# ---- block 1 ----
Figure 1. Logic cells by family (block 1).
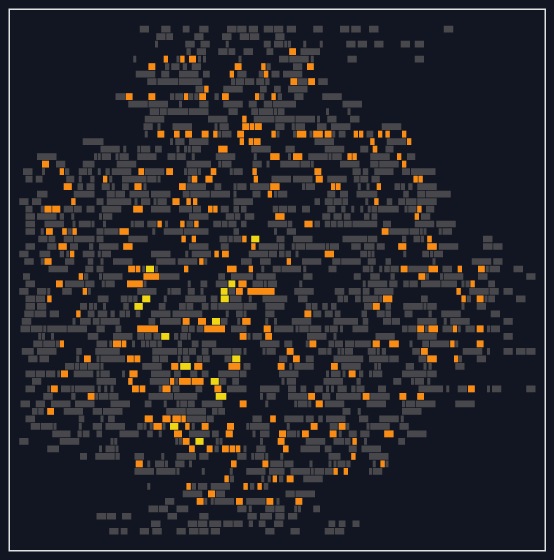

==> src/rtl/cp0_vic_if.sv <==
// Pipeline-side bus of the vectored interrupt coprocessor: register access,
// interrupt lines and the redirect request back to the fetch stage.
interface cp0_vic_if #(
  parameter int unsigned NUM_IRQ = 8
);
  logic [1:0]         oper;
  logic [4:0]         addr_r;
  logic [31:0]        data_r;
  logic [4:0]         addr_w;
  logic [31:0]        data_w;
  logic               ir_en;
  logic [NUM_IRQ-1:0] ir_in;
  logic [31:0]        ret_addr;
  logic               jump_en;
  logic [31:0]        jump_addr;

  modport master (
    output oper, addr_r, addr_w, data_w, ir_en, ir_in, ret_addr,
    input  data_r, jump_en, jump_addr
  );

  modport slave (
    input  oper, addr_r, addr_w, data_w, ir_en, ir_in, ret_addr,
    output data_r, jump_en, jump_addr
  );
endinterface

==> src/rtl/cp0_vic.sv <==
// Vectored interrupt coprocessor: NUM_IRQ sticky external lines plus a
// COUNT/COMPARE timer source, with EPC/ERET redirect into the pipeline.
module cp0_vic #(
  parameter int unsigned NUM_IRQ   = 8,
  parameter int unsigned VEC_SHIFT = 4,
  parameter logic [31:0] EHBR_RST  = 32'h0
) (
  input logic       clk,
  input logic       rst,
  cp0_vic_if.slave  bus
);
  localparam int unsigned NS = NUM_IRQ + 1;

  localparam logic [1:0] OpNone  = 2'b00;
  localparam logic [1:0] OpStore = 2'b01;
  localparam logic [1:0] OpEret  = 2'b10;
  localparam logic [1:0] OpRsvd  = 2'b11;

  localparam logic [4:0] AddrCount   = 5'd9;
  localparam logic [4:0] AddrCompare = 5'd11;
  localparam logic [4:0] AddrStatus  = 5'd12;
  localparam logic [4:0] AddrCause   = 5'd13;
  localparam logic [4:0] AddrEpc     = 5'd14;
  localparam logic [4:0] AddrEhbr    = 5'd15;

  logic [31:0]   count_q, compare_q, epc_q, ehbr_q;
  logic          ie_q, exl_q, ve_q;
  logic [NS-1:0] mask_q, pend_q, pend_d;
  logic [4:0]    code_q;
  logic [1:0]    oper_prev_q;

  logic [NS-1:0] pend_mask, sel_onehot;
  logic [4:0]    sel;
  logic          req, ir, eret, wr, timer_hit;
  logic [31:0]   status_rd, cause_rd;

  assign pend_mask = pend_q & mask_q;
  assign req       = (|pend_mask) & ie_q & ~exl_q;
  assign ir        = bus.ir_en & req & ~rst;
  // Only the first cycle of a held ERET counts.
  assign eret      = (bus.oper == OpEret) && (oper_prev_q != OpEret) && !rst;
  assign wr        = (bus.oper == OpStore) && !ir;
  assign timer_hit = (count_q == compare_q) && (compare_q != 32'h0);

  // Lowest index wins, so scan downward and let the last hit stick.
  always_comb begin
    sel = 5'd0;
    for (int i = NS - 1; i >= 0; i--) begin
      if (pend_mask[i]) sel = 5'(i);
    end
  end

  assign sel_onehot = NS'(1) << sel;

  always_comb begin
    bus.jump_en   = ir | eret;
    bus.jump_addr = 32'h0;
    if (ir) begin
      bus.jump_addr = ve_q ? ehbr_q + (32'(sel) << VEC_SHIFT) : ehbr_q;
    end else if (eret) begin
      bus.jump_addr = epc_q;
    end
  end

  always_comb begin
    status_rd             = 32'h0;
    status_rd[0]          = ie_q;
    status_rd[1]          = exl_q;
    status_rd[2]          = ve_q;
    status_rd[16 +: NS]   = mask_q;
    cause_rd              = 32'h0;
    cause_rd[NS-1:0]      = pend_q;
    cause_rd[28:24]       = code_q;
  end

  always_comb begin
    bus.data_r = 32'h0;
    if (bus.oper == OpNone || bus.oper == OpRsvd) begin
      unique case (bus.addr_r)
        AddrCount:   bus.data_r = count_q;
        AddrCompare: bus.data_r = compare_q;
        AddrStatus:  bus.data_r = status_rd;
        AddrCause:   bus.data_r = cause_rd;
        AddrEpc:     bus.data_r = epc_q;
        AddrEhbr:    bus.data_r = ehbr_q;
        default:     bus.data_r = 32'h0;
      endcase
    end
  end

  // Clears first, then sets, so a same-cycle set always survives.
  always_comb begin
    pend_d = pend_q;
    if (wr && bus.addr_w == AddrCause)   pend_d = pend_d & ~bus.data_w[NS-1:0];
    if (wr && bus.addr_w == AddrCompare) pend_d[NS-1] = 1'b0;
    if (ir)                              pend_d = pend_d & ~sel_onehot;
    pend_d = pend_d | {timer_hit, bus.ir_in};
  end

  always_ff @(posedge clk) begin
    if (rst) begin
      count_q     <= 32'h0;
      compare_q   <= 32'h0;
      ie_q        <= 1'b0;
      exl_q       <= 1'b0;
      ve_q        <= 1'b0;
      mask_q      <= '0;
      pend_q      <= '0;
      code_q      <= 5'd0;
      epc_q       <= 32'h0;
      ehbr_q      <= EHBR_RST;
      oper_prev_q <= OpNone;
    end else begin
      oper_prev_q <= bus.oper;
      pend_q      <= pend_d;
      count_q     <= (wr && bus.addr_w == AddrCount) ? bus.data_w : count_q + 32'd1;
      if (wr && bus.addr_w == AddrCompare) compare_q <= bus.data_w;
      if (wr && bus.addr_w == AddrEhbr)    ehbr_q    <= bus.data_w;
      if (wr && bus.addr_w == AddrStatus) begin
        ie_q   <= bus.data_w[0];
        ve_q   <= bus.data_w[2];
        mask_q <= bus.data_w[16 +: NS];
      end
      if (ir) begin
        exl_q  <= 1'b1;
        epc_q  <= bus.ret_addr;
        code_q <= sel;
      end else begin
        if (eret) exl_q <= 1'b0;
        else if (wr && bus.addr_w == AddrStatus) exl_q <= bus.data_w[1];
        if (wr && bus.addr_w == AddrEpc) epc_q <= bus.data_w;
      end
    end
  end
endmodule

==> src/flat_wrapper.sv <==
// flat-port wrapper written by rule: the top's interface ports become plain ports
module cp0_vic_flat 
#(
  parameter int unsigned NUM_IRQ   = 8,
  parameter int unsigned VEC_SHIFT = 4,
  parameter logic [31:0] EHBR_RST  = 32'h0
)
  (clk, rst, bus_oper, bus_addr_r, bus_addr_w, bus_data_w, bus_ir_en, bus_ir_in, bus_ret_addr, bus_data_r, bus_jump_en, bus_jump_addr);
  cp0_vic_if #(.NUM_IRQ(NUM_IRQ)) bus_i ();
  input logic clk;
  input logic rst;
  input wire logic [$bits(bus_i.oper)-1:0] bus_oper;
  input wire logic [$bits(bus_i.addr_r)-1:0] bus_addr_r;
  input wire logic [$bits(bus_i.addr_w)-1:0] bus_addr_w;
  input wire logic [$bits(bus_i.data_w)-1:0] bus_data_w;
  input wire logic [$bits(bus_i.ir_en)-1:0] bus_ir_en;
  input wire logic [$bits(bus_i.ir_in)-1:0] bus_ir_in;
  input wire logic [$bits(bus_i.ret_addr)-1:0] bus_ret_addr;
  output wire logic [$bits(bus_i.data_r)-1:0] bus_data_r;
  output wire logic [$bits(bus_i.jump_en)-1:0] bus_jump_en;
  output wire logic [$bits(bus_i.jump_addr)-1:0] bus_jump_addr;
  assign bus_i.oper = bus_oper;
  assign bus_i.addr_r = bus_addr_r;
  assign bus_i.addr_w = bus_addr_w;
  assign bus_i.data_w = bus_data_w;
  assign bus_i.ir_en = bus_ir_en;
  assign bus_i.ir_in = bus_ir_in;
  assign bus_i.ret_addr = bus_ret_addr;
  assign bus_data_r = bus_i.data_r;
  assign bus_jump_en = bus_i.jump_en;
  assign bus_jump_addr = bus_i.jump_addr;
  cp0_vic #(.NUM_IRQ(NUM_IRQ), .VEC_SHIFT(VEC_SHIFT), .EHBR_RST(EHBR_RST)) u_core (.clk(clk), .rst(rst), .bus(bus_i));
endmodule
==> config.mk <==
export PLATFORM = sky130hd
export DESIGN_NAME = cp0_vic_flat
export DESIGN_NICKNAME = d
export VERILOG_FILES = /design/src/rtl/cp0_vic_if.sv /design/src/rtl/cp0_vic.sv /design/src/flat_wrapper.sv
export SDC_FILE = /design/constraint.sdc
export NUM_CORES = 1
export LEC_CHECK = 0
export CAP_MARGIN = 10
export CORE_AREA = 3 3 191 193
export DETAILED_ROUTE_END_ITERATION = 12
export DIE_AREA = 0 0 194 196
export PLACE_DENSITY = 0.49
export SKIP_CTS_REPAIR_TIMING = 1
export SLEW_MARGIN = 40
export SYNTH_ARGS = -nofsm -noshare
export SYNTH_HDL_FRONTEND = slang
export SYNTH_SLANG_ARGS = --single-unit
==> constraint.sdc <==
create_clock -name clk -period 3.3 [get_ports clk]
set_input_delay 0.33 -clock clk [delete_from_list [all_inputs] [get_ports clk]]
set_output_delay 0.33 -clock clk [all_outputs]
set_load 0.02 [all_outputs]
# ---- block 2 ----
`src/rtl/rvvi_retire_tx.sv`:
```
// rvvi_retire_tx: RVVI retirement transmitter (record FIFO, shadow register files, halt FSM); F file built only with RVVI_RETIRE_TX_FREG_EN defined
module rvvi_retire_tx #(
  parameter int ILEN  = 32,
  parameter int XLEN  = 32,
  parameter int FLEN  = 32,
  parameter int DEPTH = 4
) (
  input  logic                        clk,
  input  logic                        rst_n,
  input  logic                        in_valid_i,
  output logic                        in_ready_o,
  input  logic [ILEN-1:0]             in_insn_i,
  input  logic [XLEN-1:0]             in_pc_rdata_i,
  input  logic [XLEN-1:0]             in_pc_wdata_i,
  input  logic                        in_trap_i,
  input  logic                        in_halt_i,
  input  logic [1:0]                  in_mode_i,
  input  logic                        in_rd_we_i,
  input  logic [4:0]                  in_rd_i,
  input  logic [XLEN-1:0]             in_rd_wdata_i,
`ifdef RVVI_RETIRE_TX_FREG_EN
  input  logic                        in_frd_we_i,
  input  logic [4:0]                  in_frd_i,
  input  logic [FLEN-1:0]             in_frd_wdata_i,
  output logic [31:0][FLEN-1:0]       f_wdata_o,
  output logic [31:0]                 f_wb_o,
`endif
  input  logic                        hold_i,
  output logic                        valid_o,
  output logic [63:0]                 order_o,
  output logic [ILEN-1:0]             insn_o,
  output logic                        trap_o,
  output logic                        halt_o,
  output logic                        intr_o,
  output logic [1:0]                  mode_o,
  output logic [1:0]                  ixl_o,
  output logic [XLEN-1:0]             pc_rdata_o,
  output logic [XLEN-1:0]             pc_wdata_o,
  output logic [31:0][XLEN-1:0]       x_wdata_o,
  output logic [31:0]                 x_wb_o,
  output logic                        halted_o,
  output logic [$clog2(DEPTH):0]      count_o
);
  localparam int AW = $clog2(DEPTH);
  localparam int CW = AW + 1;
  localparam logic [CW-1:0] FULL = CW'(DEPTH);
  typedef struct packed {
    logic [ILEN-1:0] insn;
    logic [XLEN-1:0] pc_rdata;
    logic [XLEN-1:0] pc_wdata;
    logic            trap;
    logic            halt;
    logic [1:0]      mode;
    logic            rd_we;
    logic [4:0]      rd;
    logic [XLEN-1:0] rd_wdata;
`ifdef RVVI_RETIRE_TX_FREG_EN
    logic            frd_we;
    logic [4:0]      frd;
    logic [FLEN-1:0] frd_wdata;
`endif
  } rec_t;
  typedef enum logic {RUN, HALTED} state_e;
  state_e          state_q, state_d;
  rec_t            mem_q [DEPTH];
  rec_t            in_rec, head;
  logic [AW-1:0]   wr_q, rd_q;
  logic [CW-1:0]   count_q, count_d;
  logic            push, pop, xw, intr_q;
  assign head       = mem_q[rd_q];
  assign halted_o   = state_q == HALTED;
  assign in_ready_o = !halted_o && count_q != FULL;
  assign push       = in_valid_i && in_ready_o;
  assign pop        = count_q != '0 && !hold_i && !halted_o;
  assign xw         = pop && head.rd_we && head.rd != 5'd0 && !head.trap;
  assign count_o    = count_q;
  assign ixl_o      = XLEN == 64 ? 2'd2 : 2'd1;
  // pack the incoming record for storage
  always_comb begin
    in_rec          = '0;
    in_rec.insn     = in_insn_i;
    in_rec.pc_rdata = in_pc_rdata_i;
    in_rec.pc_wdata = in_pc_wdata_i;
    in_rec.trap     = in_trap_i;
    in_rec.halt     = in_halt_i;
    in_rec.mode     = in_mode_i;
    in_rec.rd_we    = in_rd_we_i;
    in_rec.rd       = in_rd_i;
    in_rec.rd_wdata = in_rd_wdata_i;
`ifdef RVVI_RETIRE_TX_FREG_EN
    in_rec.frd_we    = in_frd_we_i;
    in_rec.frd       = in_frd_i;
    in_rec.frd_wdata = in_frd_wdata_i;
`endif
  end
  // next state and occupancy: halting latches forever, HALTED flushes the FIFO
  always_comb begin
    state_d = state_q;
    if (state_q == RUN && pop && head.halt) state_d = HALTED;
    count_d = halted_o ? '0 :
              (push && !pop) ? count_q + CW'(1) :
              (pop && !push) ? count_q - CW'(1) : count_q;
  end
  // record storage; contents are meaningless outside the occupied window so no reset
  always_ff @(posedge clk) begin
    if (push) mem_q[wr_q] <= in_rec;
  end
  // FIFO pointers, occupancy and FSM state
  always_ff @(posedge clk or negedge rst_n) begin
    if (!rst_n) begin
      state_q <= RUN;
      wr_q    <= '0;
      rd_q    <= '0;
      count_q <= '0;
    end else begin
      state_q <= state_d;
      count_q <= count_d;
      if (push) wr_q <= wr_q + 1'b1;
      rd_q <= halted_o ? wr_q : pop ? rd_q + 1'b1 : rd_q;
    end
  end
  // RVVI outputs: register the popped record, update shadow file, track pending interrupt
  always_ff @(posedge clk or negedge rst_n) begin
    if (!rst_n) begin
      valid_o    <= 1'b0;
      order_o    <= '0;
      insn_o     <= '0;
      trap_o     <= 1'b0;
      halt_o     <= 1'b0;
      intr_o     <= 1'b0;
      mode_o     <= 2'b11;
      pc_rdata_o <= '0;
      pc_wdata_o <= '0;
      x_wdata_o  <= '0;
      x_wb_o     <= '0;
      intr_q     <= 1'b0;
    end else begin
      valid_o <= pop;
      intr_o  <= pop && intr_q;
      x_wb_o  <= xw ? 32'd1 << head.rd : '0;
      if (pop) begin
        order_o    <= order_o + 64'd1;
        insn_o     <= head.insn;
        trap_o     <= head.trap;
        halt_o     <= head.halt;
        mode_o     <= head.mode;
        pc_rdata_o <= head.pc_rdata;
        pc_wdata_o <= head.pc_wdata;
        intr_q     <= head.trap;
      end
      if (xw) x_wdata_o[head.rd] <= head.rd_wdata;
    end
  end
`ifdef RVVI_RETIRE_TX_FREG_EN
  // F shadow file: same rules as X except f0 is an ordinary register
  always_ff @(posedge clk or negedge rst_n) begin
    if (!rst_n) begin
      f_wdata_o <= '0;
      f_wb_o    <= '0;
    end else begin
      f_wb_o <= (pop && head.frd_we && !head.trap) ? 32'd1 << head.frd : '0;
      if (pop && head.frd_we && !head.trap) f_wdata_o[head.frd] <= head.frd_wdata;
    end
  end
`endif
endmodule

```
`config.mk`:
```
export PLATFORM = sky130hd
export DESIGN_NAME = rvvi_retire_tx
export DESIGN_NICKNAME = d
export VERILOG_FILES = /design/src/rtl/rvvi_retire_tx.sv
export SDC_FILE = /design/constraint.sdc
export NUM_CORES = 2
export LEC_CHECK = 0
export CELL_PAD_IN_SITES_DETAIL_PLACEMENT = 1
export CELL_PAD_IN_SITES_GLOBAL_PLACEMENT = 2
export CORE_AREA = 2 2 528 530
export DETAILED_ROUTE_END_ITERATION = 16
export DIE_AREA = 0 0 530 532
export DONT_BUFFER_PORTS = 1
export PLACE_DENSITY = 0.58
export SLEW_MARGIN = 20
export SYNTH_ARGS = -nofsm -noshare
export SYNTH_HDL_FRONTEND = slang
export SYNTH_SLANG_ARGS = --single-unit
```
`constraint.sdc`:
```
create_clock -name clk -period 4.5 [get_ports clk]
set_input_delay 0.45 -clock clk [delete_from_list [all_inputs] [get_ports clk]]
set_output_delay 0.45 -clock clk [all_outputs]
set_load 0.02 [all_outputs]
```
# ---- block 3 ----
$ cat src/rtl/spi_master_shifter.sv
// SPI master shift engine: frames one DATA_W-bit transfer (SS_n, MOSI, MISO) against an external SCLK generator.
// Bit order is MSB first by default; defining SPI_LSB_FIRST_EN switches TX and RX to LSB first.
module spi_master_shifter #(
  parameter logic [1:0] MODE      = 2'b11,
  parameter int         DATA_W    = 8,
  parameter int         SETUP_CYC = 4,
  parameter int         HOLD_CYC  = 4
) (
  input  logic              clk,
  input  logic              reset,
  input  logic              tx_valid,
  output logic              tx_ready,
  input  logic [DATA_W-1:0] tx_data,
  output logic              rx_valid,
  output logic [DATA_W-1:0] rx_data,
  output logic              busy,
  output logic              sclk_start,
  input  logic              sclk,
  output logic              SS_n,
  output logic              MOSI,
  input  logic              MISO
);

  localparam logic CPOL  = MODE[1];
  localparam logic CPHA  = MODE[0];
  localparam int   CNT_W = $clog2(DATA_W + 1);

  localparam logic [7:0]       SETUP_LAST = 8'(SETUP_CYC - 1);
  localparam logic [7:0]       HOLD_LAST  = 8'(HOLD_CYC - 1);
  localparam logic [CNT_W-1:0] BIT_LAST   = CNT_W'(DATA_W - 1);

  typedef enum logic [2:0] {
    IDLE  = 3'd0,
    SETUP = 3'd1,
    XFER  = 3'd2,
    HOLD  = 3'd3,
    DONE  = 3'd4
  } state_t;

  state_t            state;
  logic [DATA_W-1:0] tx_sr;
  logic [DATA_W-1:0] rx_sr;
  logic [CNT_W-1:0]  bit_cnt;
  logic [7:0]        cyc_cnt;
  logic              sclk_d;
  logic              seen_lead;

  logic              sclk_chg;
  logic              lead_edge;
  logic              trail_edge;

  logic [DATA_W-1:0] tx_shifted;
  logic [DATA_W-1:0] rx_shifted;
  logic              tx_cur_bit;
  logic              tx_next_bit;
  logic              data_first;

  assign sclk_chg   = (sclk != sclk_d);
  assign lead_edge  = sclk_chg && (sclk != CPOL);
  assign trail_edge = sclk_chg && (sclk == CPOL);

  always_comb begin
    tx_shifted  = '0;
    rx_shifted  = '0;
    tx_cur_bit  = 1'b0;
    tx_next_bit = 1'b0;
    data_first  = 1'b0;
`ifdef SPI_LSB_FIRST_EN
    tx_shifted  = {1'b0, tx_sr[DATA_W-1:1]};
    rx_shifted  = {MISO, rx_sr[DATA_W-1:1]};
    tx_cur_bit  = tx_sr[0];
    tx_next_bit = tx_sr[1];
    data_first  = tx_data[0];
`else
    tx_shifted  = {tx_sr[DATA_W-2:0], 1'b0};
    rx_shifted  = {rx_sr[DATA_W-2:0], MISO};
    tx_cur_bit  = tx_sr[DATA_W-1];
    tx_next_bit = tx_sr[DATA_W-2];
    data_first  = tx_data[DATA_W-1];
`endif
  end

  always_ff @(posedge clk or posedge reset) begin
    if (reset) begin
      state      <= IDLE;
      SS_n       <= 1'b1;
      sclk_start <= 1'b0;
      MOSI       <= 1'b0;
      rx_valid   <= 1'b0;
      rx_data    <= '0;
      busy       <= 1'b0;
      tx_ready   <= 1'b1;
      tx_sr      <= '0;
      rx_sr      <= '0;
      bit_cnt    <= '0;
      cyc_cnt    <= '0;
      sclk_d     <= CPOL;
      seen_lead  <= 1'b0;
    end else begin
      sclk_d   <= sclk;
      rx_valid <= 1'b0;
      case (state)
        IDLE: begin
          if (tx_valid && tx_ready) begin
            tx_sr     <= tx_data;
            SS_n      <= 1'b0;
            bit_cnt   <= '0;
            cyc_cnt   <= '0;
            seen_lead <= 1'b0;
            busy      <= 1'b1;
            tx_ready  <= 1'b0;
            if (CPHA == 1'b0) begin
              MOSI <= data_first;
            end
            state <= SETUP;
          end
        end

        SETUP: begin
          if (cyc_cnt == SETUP_LAST) begin
            cyc_cnt    <= '0;
            sclk_start <= 1'b1;
            state      <= XFER;
          end else begin
            cyc_cnt <= cyc_cnt + 8'd1;
          end
        end

        XFER: begin
          if (lead_edge) begin
            seen_lead <= 1'b1;
            if (CPHA == 1'b0) begin
              rx_sr <= rx_shifted;
            end else begin
              MOSI  <= tx_cur_bit;
              tx_sr <= tx_shifted;
            end
          // A trailing edge before the first leading edge belongs to no bit.
          end else if (trail_edge && seen_lead) begin
            if (CPHA == 1'b0) begin
              tx_sr <= tx_shifted;
              if (bit_cnt != BIT_LAST) begin
                MOSI <= tx_next_bit;
              end
            end else begin
              rx_sr <= rx_shifted;
            end
            bit_cnt <= bit_cnt + 1'b1;
            if (bit_cnt == BIT_LAST) begin
              sclk_start <= 1'b0;
              cyc_cnt    <= '0;
              state      <= HOLD;
            end
          end
        end

        HOLD: begin
          if (cyc_cnt == HOLD_LAST) begin
            cyc_cnt  <= '0;
            SS_n     <= 1'b1;
            rx_data  <= rx_sr;
            rx_valid <= 1'b1;
            state    <= DONE;
          end else begin
            cyc_cnt <= cyc_cnt + 8'd1;
          end
        end

        DONE: begin
          busy     <= 1'b0;
          tx_ready <= 1'b1;
          state    <= IDLE;
        end

        default: begin
          SS_n       <= 1'b1;
          sclk_start <= 1'b0;
          busy       <= 1'b0;
          tx_ready   <= 1'b1;
          state      <= IDLE;
        end
      endcase
    end
  end

endmodule
$ cat config.mk
export PLATFORM = sky130hd
export DESIGN_NAME = spi_master_shifter
export DESIGN_NICKNAME = d
export VERILOG_FILES = /design/src/rtl/spi_master_shifter.sv
export SDC_FILE = /design/constraint.sdc
export NUM_CORES = 1
export LEC_CHECK = 0
export CAP_MARGIN = 20
export CORE_ASPECT_RATIO = 1.4
export CORE_MARGIN = 2
export CORE_UTILIZATION = 59
export DETAILED_ROUTE_END_ITERATION = 6
export GPL_TIMING_DRIVEN = 0
export PLACE_DENSITY = 0.84
export RECOVER_POWER = 25
export SYNTH_ARGS = -nofsm -noshare
export SYNTH_HDL_FRONTEND = slang
export SYNTH_SLANG_ARGS = --single-unit
$ cat constraint.sdc
create_clock -name clk -period 3.4 [get_ports clk]
set_clock_uncertainty 0.2 [all_clocks]
set_input_delay 0.51 -clock clk [delete_from_list [all_inputs] [get_ports clk]]
set_output_delay 0.51 -clock clk [all_outputs]
set_load 0.02 [all_outputs]
# ---- block 4 ----
`src/rtl/player_memory_init_pkg.sv`:
```
// Shared definitions for the starting player memory generator: record field
// widths, default balance, controller state encoding and record packing.
package player_memory_init_pkg;

    localparam int KEY_W   = 8;
    localparam int MONEY_W = 8;
    localparam int REC_W   = KEY_W + KEY_W + MONEY_W;

    localparam logic [MONEY_W-1:0] DEFAULT_START_MONEY = 8'h32;

    typedef enum logic [2:0] {
        IDLE,
        LOAD,
        HASH,
        STORE,
        DONE
    } initStateT;

    // A record reads {private key, public key, money} from MS to LS byte.
    function automatic logic [REC_W-1:0] packRecord(
        input logic [KEY_W-1:0]   privKey,
        input logic [KEY_W-1:0]   pubKey,
        input logic [MONEY_W-1:0] money
    );
        return {privKey, pubKey, money};
    endfunction

endpackage

```
`src/rtl/player_memory_init_if.sv`:
```
// Request/result bus of player_memory_init. With MEM_WRITE_PORT_EN defined it
// also carries the registered write port for an external player RAM.
interface player_memory_init_if
    import player_memory_init_pkg::*;
#(
    parameter int NUM_PLAYERS = 2,
    parameter int TABLE_DEPTH = 36
);
    logic                           start;
    logic [KEY_W*NUM_PLAYERS-1:0]   private_keys;
    logic [8*TABLE_DEPTH-1:0]       random_table;
    logic                           busy;
    logic                           done;
    logic [REC_W*NUM_PLAYERS-1:0]   starting_memory;

`ifdef MEM_WRITE_PORT_EN
    localparam int ADDR_W = (NUM_PLAYERS > 1) ? $clog2(NUM_PLAYERS) : 1;

    logic                           mem_we;
    logic [ADDR_W-1:0]              mem_addr;
    logic [REC_W-1:0]               mem_wdata;

    modport master (
        output start, private_keys, random_table,
        input  busy, done, starting_memory, mem_we, mem_addr, mem_wdata
    );

    modport slave (
        input  start, private_keys, random_table,
        output busy, done, starting_memory, mem_we, mem_addr, mem_wdata
    );
`else
    modport master (
        output start, private_keys, random_table,
        input  busy, done, starting_memory
    );

    modport slave (
        input  start, private_keys, random_table,
        output busy, done, starting_memory
    );
`endif

endinterface

```
`src/rtl/player_memory_init_pearson_hash_iter.sv`:
```
// Iterative Pearson hasher: HASH_ROUNDS table lookups starting from h=0,
// the first round is evaluated in the start cycle itself.
module pearson_hash_iter #(
    parameter int TABLE_DEPTH = 36,
    parameter int HASH_ROUNDS = 8
) (
    input  logic                     clock,
    input  logic                     reset,
    input  logic                     i_start,
    input  logic [7:0]               i_key,
    input  logic [8*TABLE_DEPTH-1:0] i_table,
    output logic [7:0]               o_hash,
    output logic                     o_valid
);
    localparam int SEL_W = $clog2(8 * TABLE_DEPTH);

    logic [7:0]       r_hash;
    logic [7:0]       r_key;
    logic [31:0]      r_round;
    logic             r_running;
    logic             r_valid;

    logic [7:0]       w_hashIn;
    logic [7:0]       w_keyIn;
    logic [7:0]       w_roundIn;
    logic [7:0]       w_mix;
    logic [31:0]      w_idx;
    logic [SEL_W-1:0] w_base;
    logic [7:0]       w_entry;

    // On start the round-0 operands are taken straight from the inputs.
    always_comb begin
        w_hashIn  = i_start ? 8'd0 : r_hash;
        w_keyIn   = i_start ? i_key : r_key;
        w_roundIn = i_start ? 8'd0 : r_round[7:0];
        w_mix     = w_hashIn ^ w_keyIn ^ w_roundIn;
        w_idx     = {24'd0, w_mix} % 32'(TABLE_DEPTH);
        w_base    = SEL_W'(w_idx * 32'd8);
        w_entry   = i_table[w_base +: 8];
    end

    always_ff @(posedge clock or posedge reset) begin
        if (reset) begin
            r_hash    <= 8'd0;
            r_key     <= 8'd0;
            r_round   <= 32'd0;
            r_running <= 1'b0;
            r_valid   <= 1'b0;
        end else if (i_start) begin
            r_key     <= i_key;
            r_hash    <= w_entry;
            r_round   <= 32'd1;
            r_running <= (HASH_ROUNDS > 1);
            r_valid   <= (HASH_ROUNDS == 1);
        end else if (r_running) begin
            r_hash  <= w_entry;
            r_round <= r_round + 32'd1;
            if (r_round == 32'(HASH_ROUNDS - 1)) begin
                r_running <= 1'b0;
                r_valid   <= 1'b1;
            end
        end
    end

    assign o_hash  = r_hash;
    assign o_valid = r_valid;

endmodule

```
`src/rtl/player_memory_init.sv`:
```
// Builds the starting player memory {priv, pub, money} for every player once per
// start pulse. MEM_WRITE_PORT_EN adds a registered per-record RAM write port.
module player_memory_init
    import player_memory_init_pkg::*;
#(
    parameter int                 NUM_PLAYERS = 2,
    parameter int                 TABLE_DEPTH = 36,
    parameter int                 HASH_ROUNDS = 8,
    parameter logic [MONEY_W-1:0] START_MONEY = DEFAULT_START_MONEY
) (
    input  logic                 clock,
    input  logic                 reset,
    player_memory_init_if.slave  bus
);
    localparam int ADDR_W = (NUM_PLAYERS > 1) ? $clog2(NUM_PLAYERS) : 1;

    initStateT                    r_state;
    logic [ADDR_W-1:0]            r_player;
    logic [KEY_W-1:0]             r_keys [NUM_PLAYERS];
    logic [REC_W*NUM_PLAYERS-1:0] r_mem;
    logic                         r_busy;
    logic                         r_done;
`ifdef MEM_WRITE_PORT_EN
    logic                         r_memWe;
    logic [ADDR_W-1:0]            r_memAddr;
    logic [REC_W-1:0]             r_memWdata;
`endif

    logic                         w_hashStart;
    logic [KEY_W-1:0]             w_curKey;
    logic [7:0]                   w_hash;
    logic                         w_hashValid;
    logic [REC_W-1:0]             w_record;

    assign w_hashStart = (r_state == LOAD);
    assign w_curKey    = r_keys[r_player];
    assign w_record    = packRecord(w_curKey, w_hash, START_MONEY);

    pearson_hash_iter #(
        .TABLE_DEPTH (TABLE_DEPTH),
        .HASH_ROUNDS (HASH_ROUNDS)
    ) u_hash (
        .clock   (clock),
        .reset   (reset),
        .i_start (w_hashStart),
        .i_key   (w_curKey),
        .i_table (bus.random_table),
        .o_hash  (w_hash),
        .o_valid (w_hashValid)
    );

    // The hasher finishes one cycle early, so HASH still spans HASH_ROUNDS cycles.
    always_ff @(posedge clock or posedge reset) begin
        if (reset) begin
            r_state  <= IDLE;
            r_player <= '0;
            r_mem    <= '0;
            r_busy   <= 1'b0;
            r_done   <= 1'b0;
            for (int i = 0; i < NUM_PLAYERS; i++) begin
                r_keys[i] <= '0;
            end
`ifdef MEM_WRITE_PORT_EN
            r_memWe    <= 1'b0;
            r_memAddr  <= '0;
            r_memWdata <= '0;
`endif
        end else begin
`ifdef MEM_WRITE_PORT_EN
            r_memWe <= 1'b0;
`endif
            case (r_state)
                IDLE, DONE: begin
                    if (bus.start) begin
                        for (int i = 0; i < NUM_PLAYERS; i++) begin
                            r_keys[i] <= bus.private_keys[(NUM_PLAYERS-1-i)*KEY_W +: KEY_W];
                        end
                        r_player <= '0;
                        r_busy   <= 1'b1;
                        r_done   <= 1'b0;
                        r_state  <= LOAD;
                    end
                end
                LOAD: begin
                    r_state <= HASH;
                end
                HASH: begin
                    if (w_hashValid) begin
                        r_state <= STORE;
`ifdef MEM_WRITE_PORT_EN
                        r_memWe    <= 1'b1;
                        r_memAddr  <= r_player;
                        r_memWdata <= w_record;
`endif
                    end
                end
                STORE: begin
                    for (int i = 0; i < NUM_PLAYERS; i++) begin
                        if (r_player == ADDR_W'(i)) begin
                            r_mem[(NUM_PLAYERS-1-i)*REC_W +: REC_W] <= w_record;
                        end
                    end
                    if (r_player == ADDR_W'(NUM_PLAYERS - 1)) begin
                        r_busy  <= 1'b0;
                        r_done  <= 1'b1;
                        r_state <= DONE;
                    end else begin
                        r_player <= r_player + 1'b1;
                        r_state  <= LOAD;
                    end
                end
                default: begin
                    r_state <= IDLE;
                end
            endcase
        end
    end

    assign bus.busy            = r_busy;
    assign bus.done            = r_done;
    assign bus.starting_memory = r_mem;
`ifdef MEM_WRITE_PORT_EN
    assign bus.mem_we          = r_memWe;
    assign bus.mem_addr        = r_memAddr;
    assign bus.mem_wdata       = r_memWdata;
`endif

endmodule

```
`src/flat_wrapper.sv`:
```
// flat-port wrapper written by rule: the top's interface ports become plain ports
module player_memory_init_flat import player_memory_init_pkg::*;
#(
    parameter int                 NUM_PLAYERS = 2,
    parameter int                 TABLE_DEPTH = 36,
    parameter int                 HASH_ROUNDS = 8,
    parameter logic [MONEY_W-1:0] START_MONEY = DEFAULT_START_MONEY
)
  (clock, reset, bus_start, bus_private_keys, bus_random_table, bus_busy, bus_done, bus_starting_memory);
  player_memory_init_if #(.NUM_PLAYERS(NUM_PLAYERS), .TABLE_DEPTH(TABLE_DEPTH)) bus_i ();
  input  logic clock;
  input  logic reset;
  input wire logic [$bits(bus_i.start)-1:0] bus_start;
  input wire logic [$bits(bus_i.private_keys)-1:0] bus_private_keys;
  input wire logic [$bits(bus_i.random_table)-1:0] bus_random_table;
  output wire logic [$bits(bus_i.busy)-1:0] bus_busy;
  output wire logic [$bits(bus_i.done)-1:0] bus_done;
  output wire logic [$bits(bus_i.starting_memory)-1:0] bus_starting_memory;
  assign bus_i.start = bus_start;
  assign bus_i.private_keys = bus_private_keys;
  assign bus_i.random_table = bus_random_table;
  assign bus_busy = bus_i.busy;
  assign bus_done = bus_i.done;
  assign bus_starting_memory = bus_i.starting_memory;
  player_memory_init #(.NUM_PLAYERS(NUM_PLAYERS), .TABLE_DEPTH(TABLE_DEPTH), .HASH_ROUNDS(HASH_ROUNDS), .START_MONEY(START_MONEY)) u_core (.clock(clock), .reset(reset), .bus(bus_i));
endmodule
```
`config.mk`:
```
export PLATFORM = sky130hd
export DESIGN_NAME = player_memory_init_flat
export DESIGN_NICKNAME = d
export VERILOG_FILES = /design/src/rtl/player_memory_init_pkg.sv /design/src/rtl/player_memory_init_if.sv /design/src/rtl/player_memory_init_pearson_hash_iter.sv /design/src/rtl/player_memory_init.sv /design/src/flat_wrapper.sv
export SDC_FILE = /design/constraint.sdc
export NUM_CORES = 1
export LEC_CHECK = 0
export CORE_MARGIN = 2
export CORE_UTILIZATION = 40
export CTS_CLUSTER_DIAMETER = 30
export CTS_CLUSTER_SIZE = 25
export DETAILED_ROUTE_END_ITERATION = 6
export GPL_TIMING_DRIVEN = 0
export PLACE_DENSITY = 0.82
export SLEW_MARGIN = 15
export SYNTH_ARGS = -nofsm -noshare
export SYNTH_HDL_FRONTEND = slang
export SYNTH_SLANG_ARGS = --single-unit
```
`constraint.sdc`:
```
create_clock -name clock -period 3.8 [get_ports clock]
set_input_delay 0.95 -clock clock [delete_from_list [all_inputs] [get_ports clock]]
set_output_delay 0.95 -clock clock [all_outputs]
set_load 0.02 [all_outputs]
```
Figure 2. Logic cells by family (block 4).
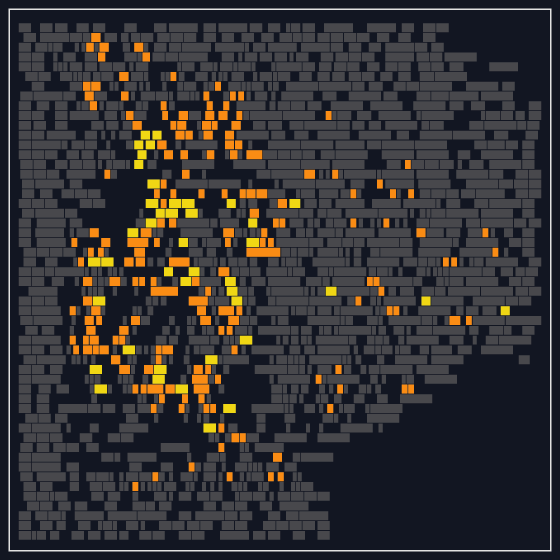
color	family	cells	most used
yellow	non-inverting ao/oa cells	42	a21o_1
orange	aoi and oai cells	177	o21ai_0

Figure 3. Clock nets (block 4).
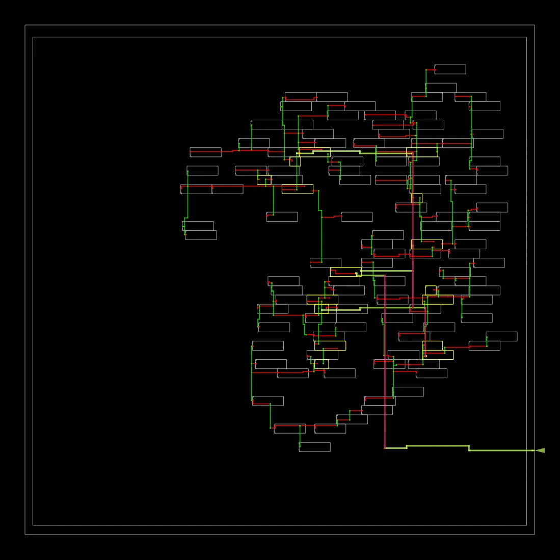
number of clock buffer instances in the layout: 9
Fin Clk Skew: 10.23 ps

==> run notes, block 4 <==
Item: results of the latest flow run.

- The number of antenna violations at the first check in global routing is 0.
- The clock tree has to reach 106 sinks.
- The flop share of the area is 0.2004.
- Looking at the reg2reg group, the worst path ends at u_core.u_hash.o_hash[4]$_DFFE_PP0P_.
- The area fraction in mux cells is 0.2211.
- Once layout is done, the placed cells without fillers occupy 0.01324 mm2.
- The most area-hungry cell class in the final design is combinational gates.
- The routability-driven placement congestion ratio is 0.9314.
- The cell at the root of the clock tree is sky130_fd_sc_hd__clkbuf_16.
- Setup repair after global routing could not meet its margin everywhere.
- In this build the clock could be raised as far as 0.2672 GHz.
- Endpoints with negative setup slack in the final report add up to 0.
- The detailed-router iteration count before antenna repair is 5.
- The simple logic cell fraction of the synthesized area is 0.1909.
- The global-route wire length before repair is 49.09 mm.
- After detailed placement, the design holds a cell count of 1584.
- The worst path needs 3743 ps of the cycle, external delays included.
- The path type of the worst setup path is register to register.
- The clock transition time at the flip-flop clock pins of the worst setup and hold paths is 80 ps.
- The layout has 451 buffers outside the clock class.
- In this run the critical register-to-register path is launched from u_core.r_state[1]$_DFFE_PP0P_.
- The met3 routing resource usage after global routing is 0.04242.
- The combined area of all synthesized cells is 0.008581 mm2.
- The initial detailed-routing violation count is 639.
- Per the CTS log, the maximum H-tree level is 3.
- The final timing report lists a hold violation count of 0.
- The flow ran to the end, and the final reports show no timing, DRC or antenna violations.
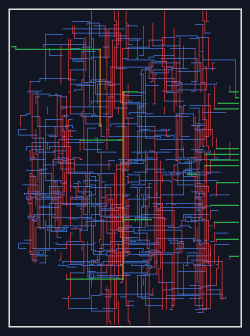
Figure 4: block 3, signal wires by layer.
color	layer	wire length
red	metal 2	2320 um
green	metal 3	125 um
orange	metal 4	63.2 um
blue	metal 1	1730 um

Figure 5. Clock distribution (block 3).
The bar under the picture is 20 um long.
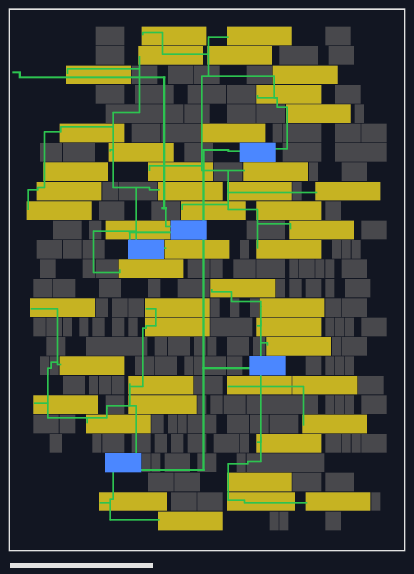
[blue] clock drivers | count: 5
[yellow] flip-flops | count: 47
[green] clock wires | length: 497 um
routed clock nets	6

==> run notes, block 3 <==
Item: results of the latest flow run.

- The footprint of the multi-input gates is 912.1 um2.
- The number of sinks handled by clock tree synthesis is 47.
- The area occupied by registers is 0.001180 mm2.
- The flop share of the area is 0.4473.
- Per the OpenROAD floorplan log, the height of the die is 75.73 um.
- For this run, the script counts the antenna cells in the layout as 0.
- The number of fill cells in the layout is 240.
- The synthesis run shows the most used standard cells to be sky130_fd_sc_hd__dfrtp_1, sky130_fd_sc_hd__nand2_1, sky130_fd_sc_hd__nor2_1.
- Looking at area per cell type in the netlist, the leader is sky130_fd_sc_hd__dfrtp_1.
- STA reports the tightest min-delay check as being of type register to register.
- The final standard cell count with taps included and fillers excluded is 261.
- The synthesis report gives the async set-or-reset register share as 1.000.
- The yosys stat cell total is 184.
- The global-route wire length before repair is 7.038 mm.
- In the global route stage, met3 resource usage came out at 0.04754.
- The shortest clock period the worst path allows after layout is 2500 ps.
- For this run, the slowest stage of the critical path takes 680 ps.
- STA classifies the critical path startpoint as a primary input.
- The timing report lists the critical path depth as 5 cells.
- The run finished with clean final reports.
- The adder and majority cell fraction of the synthesized area is 0.01154.
- Looking at the area split, the leading class of cells is flip-flops and latches.
Figure 6. Port wiring (block 1).
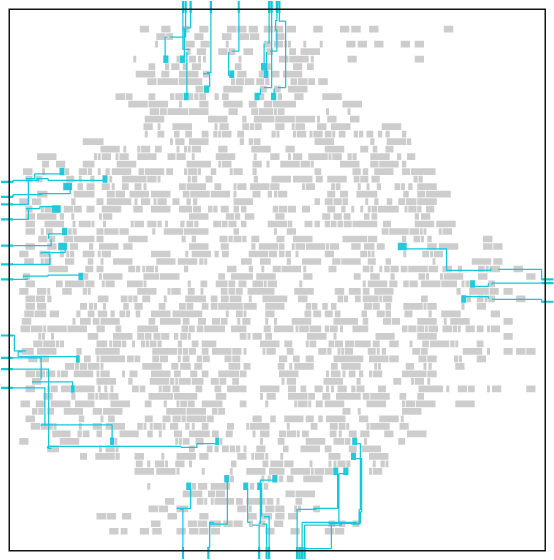
color	port	bits	direction	edge	end cells	wire
cyan	`bus_jump_addr`	32	output	11 left, 9 bottom, 9 top, 3 right	32	1140 um

## Picture notes: Figure 1
color	family	cells	most used
yellow	non-inverting ao/oa cells	15	a22o_1
orange	aoi and oai cells	237	a211oi_1

==> run notes, block 1 <==
Item: results of the latest flow run.

- The run finished, with violations left.
- The final reports fail on negative setup slack.
- The floorplan report gives the top-level pin count as 152.
- Looking at area per cell type in the netlist, the leader is sky130_fd_sc_hd__dfxtp_1.
- The critical-path cell with the highest stage delay is sky130_fd_sc_hd__dfxtp_4.
- The number of global-route vias before repair is 9090.
- The top cell types in the final layout, fill and taps aside, are sky130_fd_sc_hd__dfxtp_1, sky130_fd_sc_hd__nand2_1, sky130_fd_sc_hd__clkdlybuf4s50_1.
- The layout stage reports a final design area of 0.01267 mm2.
- The maximum fanout along the worst path is 8.
- The adder and majority cell fraction of the synthesized area is 0.01142.
- The report lists the cells along the critical path as nand2_2, a32o_2, o21ai_2, and2_1, ha_2, inv_2, fa_2, nand2b_4, o2bb2ai_4, buf_12, nor4_4, xnor2_1, o21ai_2, buf_4.
- Non-clock inverters in the final layout number 17.
- The die outline height is 196 um.
- The final report lists the setup-violating endpoint count as 23.
- The arrival time of the worst setup path is 3190 ps.
- The slack of the critical path is -221.4 ps.
- Overall routing resource usage recorded by global route was 0.2072.
- After detailed routing, the total wire length is 40.81 mm.
Figure 7. Clock nets (block 2).
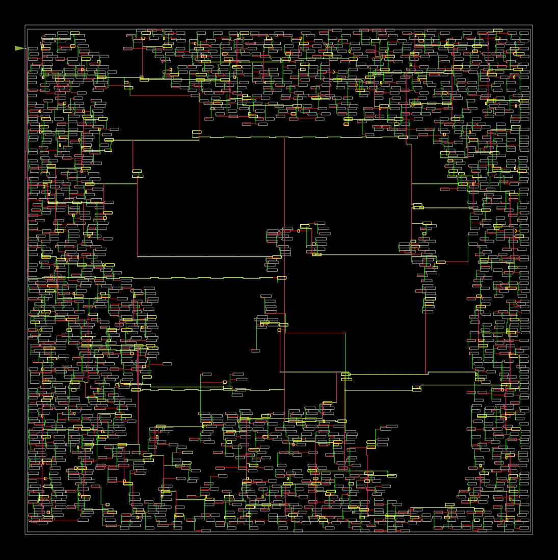
num sequential: 1782
insertion delay at the late pin of the worst-skew pair: 870 ps
number of sinks on the clock net: 1782
number of clock buffer instances in the layout: 284

Figure 8. Clock distribution (block 2).
The bar under the picture is 200 um long.
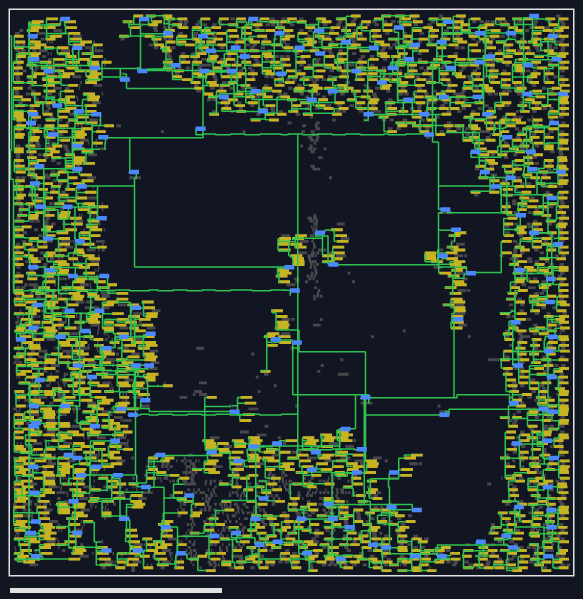
[yellow] flip-flops | count: 1782
[green] clock wires | length: 25.5 mm
[blue] clock drivers | count: 201
routed clock nets	202

==> run notes, block 2 <==
Item: results of the latest flow run.

- The run finished with clean final reports.
- In this run, the synthesized area fraction spent on and/or/nand/nor cells is recorded as 0.03642.
- The number of antenna violations at the first check in global routing was 77.
- For this run, the register share of the synthesized area comes to 0.7147.
- The element type at the critical path end is an asynchronous set/reset pin.
- After synthesis, the chip area reported by Yosys is 0.06627 mm2.
- The number of global-route vias before repair is 37280.
- The area fraction in compound gates is 0.001227.
- In the routed design, unresolved DRC markers number 0.
- The worst-case headroom to the max-slew limit is 0.2378.
- In the post-route analysis, the smallest setup slack over all paths is 699.8 ps.
- The die covers 0.2820 mm2.
- Hold timing on the final database bottoms out at a slack of 85.65 ps.
- The wire length on met1 is 94.02 mm.
- The dominant kind of combinational cell is multiplexers.
- According to the tapcell log, the count of inserted taps is 3705.
- Non-clock buffers in the final layout number 265.
- The kind of cell with the highest combined delay along the critical path is buffers and inverters.
- The H-tree level count is 4.
- The area growth from synthesis to layout is 19.50%.
- The number of buffers added to fix hold violations after cts is 142.
- The sum of negative setup slack is 0 ps.
- The global-route wire length before repair is 338.2 mm.

# ---- block 5 ----
Figure 9. Clock nets (block 5).
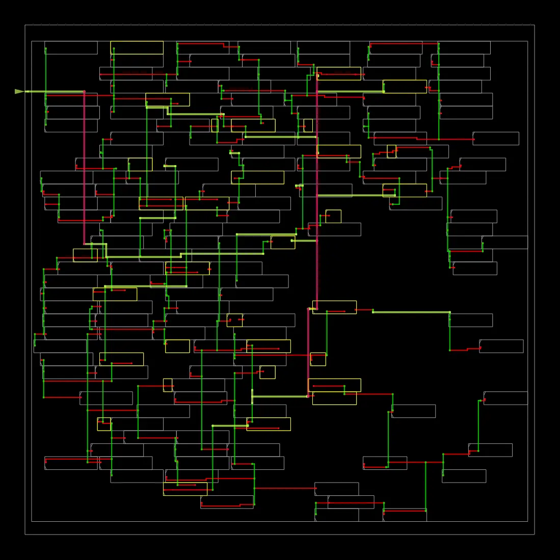
Figure 10. Clock distribution (block 5).
The bar under the picture is 20 um long.
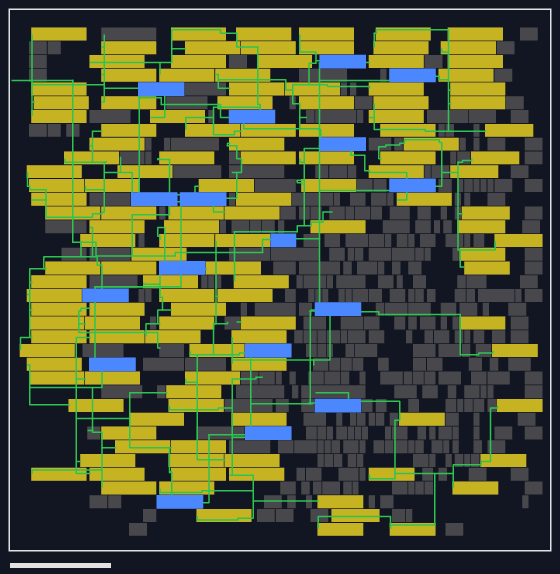
Figure 11. Signal wires by layer (block 5).
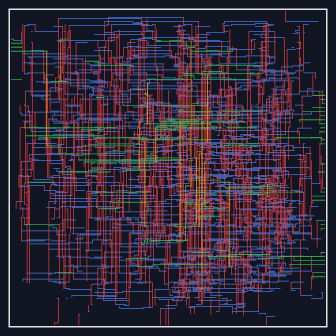
## src/rtl/solitaire_pkg.sv

```systemverilog
// Shared solitaire definitions: card field layout, rank limits, command codes and column states.
package solitaire_pkg;

   localparam int RANK_LSB = 0;
   localparam int RANK_MSB = 3;
   localparam int SUIT_LSB = 4;

   localparam logic [3:0] RANK_ACE  = 4'd1;
   localparam logic [3:0] RANK_KING = 4'd13;

   // EMPTY is all-ones at whatever card width a module uses; slice from the low end.
   localparam logic [63:0] EMPTY_FILL = '1;

   typedef enum logic [2:0] {
      CMD_NOP   = 3'b000,
      CMD_POP   = 3'b001,
      CMD_PUSH  = 3'b010,
      CMD_START = 3'b100,
      CMD_CLEAR = 3'b111
   } cmd_e;

   typedef enum logic {
      ST_LOAD,
      ST_PLAY
   } state_e;

   function automatic logic rank_valid(input logic [3:0] rank);
      return (rank >= RANK_ACE) && (rank <= RANK_KING);
   endfunction

endpackage

```

## src/rtl/tableau_rule_check.sv

```systemverilog
// Combinational build-rule check for a play push: descending rank, alternating colour, king on empty.
module tableau_rule_check
   import solitaire_pkg::*;
#(
   parameter int CARD_W = 6,
   parameter int RULES  = 1
) (
   input  logic [CARD_W-1:0] top_card,
   input  logic              top_valid,
   input  logic [CARD_W-1:0] card_in,
   output logic              legal
);

   logic [3:0] top_rank;
   logic [3:0] in_rank;
   logic       build_ok;

   always_comb begin
      top_rank = top_card[RANK_MSB:RANK_LSB];
      in_rank  = card_in[RANK_MSB:RANK_LSB];
      if (!top_valid) begin
         build_ok = (in_rank == RANK_KING);
      end else begin
         build_ok = (top_rank == in_rank + 4'd1) &&
                    (top_card[CARD_W-1] != card_in[CARD_W-1]);
      end
      // A malformed rank is never legal, even with build rules switched off.
      legal = rank_valid(in_rank) && ((RULES == 0) || build_ok);
   end

endmodule

```

## src/rtl/tableau_column.sv

```systemverilog
// One solitaire tableau column: LIFO card stack with a face-down/face-up boundary and LOAD/PLAY modes.
module tableau_column
   import solitaire_pkg::*;
#(
   parameter int DEPTH  = 19,
   parameter int CARD_W = 6,
   parameter int RULES  = 1,
   localparam int CNT_W = $clog2(DEPTH + 1)
) (
   input  logic              clk,
   input  logic              rst,
   input  logic [CARD_W-1:0] card_in,
   input  logic [2:0]        cmd,
   output logic [CARD_W-1:0] value_out,
   output logic              ack,
   output logic              err,
   output logic [CARD_W-1:0] top_card,
   output logic              top_up,
   output logic [CNT_W-1:0]  count,
   output logic [CNT_W-1:0]  down_count,
   output logic              empty,
   output logic              full,
   output logic              play_mode
);

   localparam int IDX_W = (DEPTH > 1) ? $clog2(DEPTH) : 1;
   localparam logic [CARD_W-1:0] EMPTY   = EMPTY_FILL[CARD_W-1:0];
   localparam logic [CNT_W-1:0]  DEPTH_C = CNT_W'(DEPTH);
   localparam logic [CNT_W-1:0]  ONE     = CNT_W'(1);

   state_e              state_q, state_d;
   logic [CNT_W-1:0]    count_q, count_d;
   logic [CNT_W-1:0]    down_q, down_d;
   logic [CARD_W-1:0]   value_q, value_d;
   logic                ack_q, ack_d;
   logic                err_q, err_d;

   logic [CARD_W-1:0]   mem [DEPTH];
   logic                wr_en;
   logic [IDX_W-1:0]    wr_idx;
   logic [IDX_W-1:0]    top_idx;
   logic                non_empty;
   logic                is_full;
   logic                push_legal;

   assign non_empty = (count_q != '0);
   assign is_full   = (count_q == DEPTH_C);
   assign wr_idx    = IDX_W'(count_q);
   assign top_idx   = IDX_W'(count_q - ONE);

   assign top_card   = non_empty ? mem[top_idx] : EMPTY;
   assign top_up     = non_empty && (down_q < count_q);
   assign count      = count_q;
   assign down_count = down_q;
   assign empty      = !non_empty;
   assign full       = is_full;
   assign play_mode  = (state_q == ST_PLAY);
   assign value_out  = value_q;
   assign ack        = ack_q;
   assign err        = err_q;

   tableau_rule_check #(
      .CARD_W (CARD_W),
      .RULES  (RULES)
   ) u_rule_check (
      .top_card  (top_card),
      .top_valid (non_empty),
      .card_in   (card_in),
      .legal     (push_legal)
   );

   always_comb begin
      // NOTE: every output of this block gets a default first so no path infers a latch.
      state_d = state_q;
      count_d = count_q;
      down_d  = down_q;
      value_d = EMPTY;
      ack_d   = 1'b0;
      err_d   = 1'b0;
      wr_en   = 1'b0;

      case (cmd)
         CMD_NOP: ;
         CMD_POP: begin
            if (state_q == ST_PLAY && non_empty) begin
               value_d = top_card;
               count_d = count_q - ONE;
               ack_d   = 1'b1;
               // The card beneath becomes the top; flip it if it was face-down.
               if (down_q == count_d && count_d != '0) begin
                  down_d = down_q - ONE;
               end
            end else begin
               err_d = 1'b1;
            end
         end
         CMD_PUSH: begin
            if (is_full) begin
               err_d = 1'b1;
            end else if (state_q == ST_LOAD) begin
               if (rank_valid(card_in[RANK_MSB:RANK_LSB])) begin
                  wr_en   = 1'b1;
                  count_d = count_q + ONE;
                  down_d  = down_q + ONE;
                  ack_d   = 1'b1;
               end else begin
                  err_d = 1'b1;
               end
            end else if (push_legal) begin
               wr_en   = 1'b1;
               count_d = count_q + ONE;
               ack_d   = 1'b1;
            end else begin
               err_d = 1'b1;
            end
         end
         CMD_START: begin
            if (state_q == ST_LOAD) begin
               state_d = ST_PLAY;
               ack_d   = 1'b1;
               if (non_empty) begin
                  down_d = count_q - ONE;
               end
            end else begin
               err_d = 1'b1;
            end
         end
         CMD_CLEAR: begin
            state_d = ST_LOAD;
            count_d = '0;
            down_d  = '0;
            ack_d   = 1'b1;
         end
         default: err_d = 1'b1;
      endcase
   end

   always_ff @(posedge clk or posedge rst) begin
      if (rst) begin
         state_q <= ST_LOAD;
         count_q <= '0;
         down_q  <= '0;
         value_q <= EMPTY;
         ack_q   <= 1'b0;
         err_q   <= 1'b0;
      end else begin
         state_q <= state_d;
         count_q <= count_d;
         down_q  <= down_d;
         value_q <= value_d;
         ack_q   <= ack_d;
         err_q   <= err_d;
      end
   end

   // NOTE: card storage has no reset; slots at or above count are never read out.
   always_ff @(posedge clk) begin
      if (wr_en) begin
         mem[wr_idx] <= card_in;
      end
   end

endmodule

```

## config.mk

```make
export PLATFORM = sky130hd
export DESIGN_NAME = tableau_column
export DESIGN_NICKNAME = d
export VERILOG_FILES = /design/src/rtl/solitaire_pkg.sv /design/src/rtl/tableau_rule_check.sv /design/src/rtl/tableau_column.sv
export SDC_FILE = /design/constraint.sdc
export NUM_CORES = 1
export LEC_CHECK = 0
export CAP_MARGIN = 40
export CORE_UTILIZATION = 58
export CTS_CLUSTER_DIAMETER = 120
export DETAILED_ROUTE_END_ITERATION = 10
export GPL_ROUTABILITY_DRIVEN = 0
export PLACE_DENSITY = 0.78
export REMOVE_ABC_BUFFERS = 1
export SLEW_MARGIN = 20
export SYNTH_ARGS = -nofsm -noshare
export SYNTH_HDL_FRONTEND = slang
export SYNTH_SLANG_ARGS = --single-unit
```

## constraint.sdc

```tcl
create_clock -name clk -period 10.6 [get_ports clk]
set_clock_uncertainty 0.15 [all_clocks]
set_input_delay 1.59 -clock clk [delete_from_list [all_inputs] [get_ports clk]]
set_output_delay 1.59 -clock clk [all_outputs]
set_load 0.01 [all_outputs]
```

==> run notes <==
Item: results of the latest flow run.

- The total tool warning count is 31.
- Together, buffers and inverters on the worst path number 3.
- The static leakage is 2.635 nW.
- The flow ran to the end, and the final reports show no timing, DRC or antenna violations.
- Summing all placed instances gives a cell area of 0.006860 mm2.
- The amount of wire on met2 after detailed routing is 7.236 mm.
- The wire length on met1 is 5.836 mm.
- The number of antenna diodes in the final layout is 0.
- The script logs the mean routed wire length per placed instance as 22.52 um.
- Of the total power, the share spent switching nets is 0.3599.
- The power attributed to combinational cells is 977 uW.
- The total chip power is 2.225 mW.
- Of the total power, registers draw 0.290.
- The half-perimeter wire length after placement is 9.377 mm.
- STA shows the worst min-delay path finishing at down_count[0]$_DFFE_PP0P_.
## Picture notes: Figure 9
number of clock buffer instances in the layout: 21
num sequential: 133
total clock network power: 602 uW

## Picture notes: Figure 10
[green] clock wires | length: 1660 um
[yellow] flip-flops | count: 133
[blue] clock drivers | count: 17
routed clock nets	18

## Picture notes: Figure 11
color	layer	wire length
red	metal 2	7240 um
blue	metal 1	5840 um
orange	metal 4	392 um
green	metal 3	1060 um



==> layout pictures side by side <==
Signal wires by layer.
picture 1
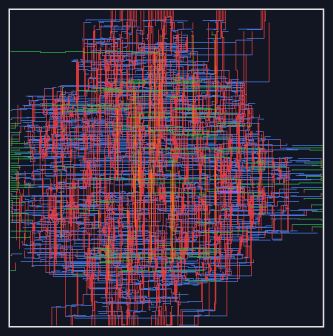
picture 2
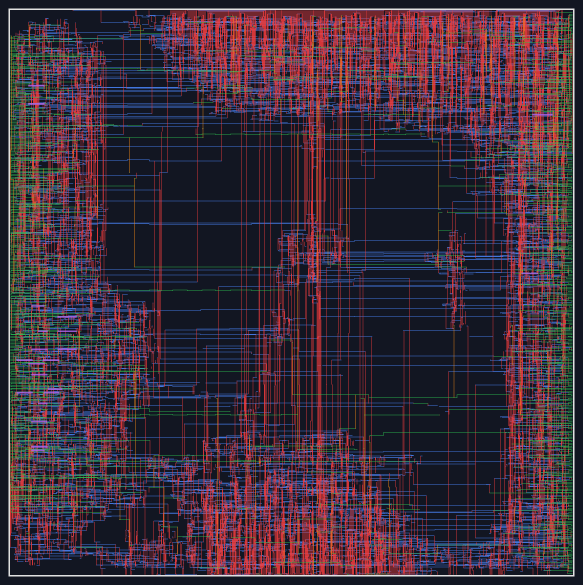
picture 3
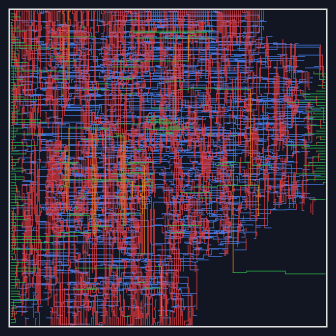
- block 4 = picture 3
- block 1 = picture 1
- block 2 = picture 2
- least wire: picture 3
- most wire: picture 2

No activity file was given, so power comes from the tool's default toggle rates.
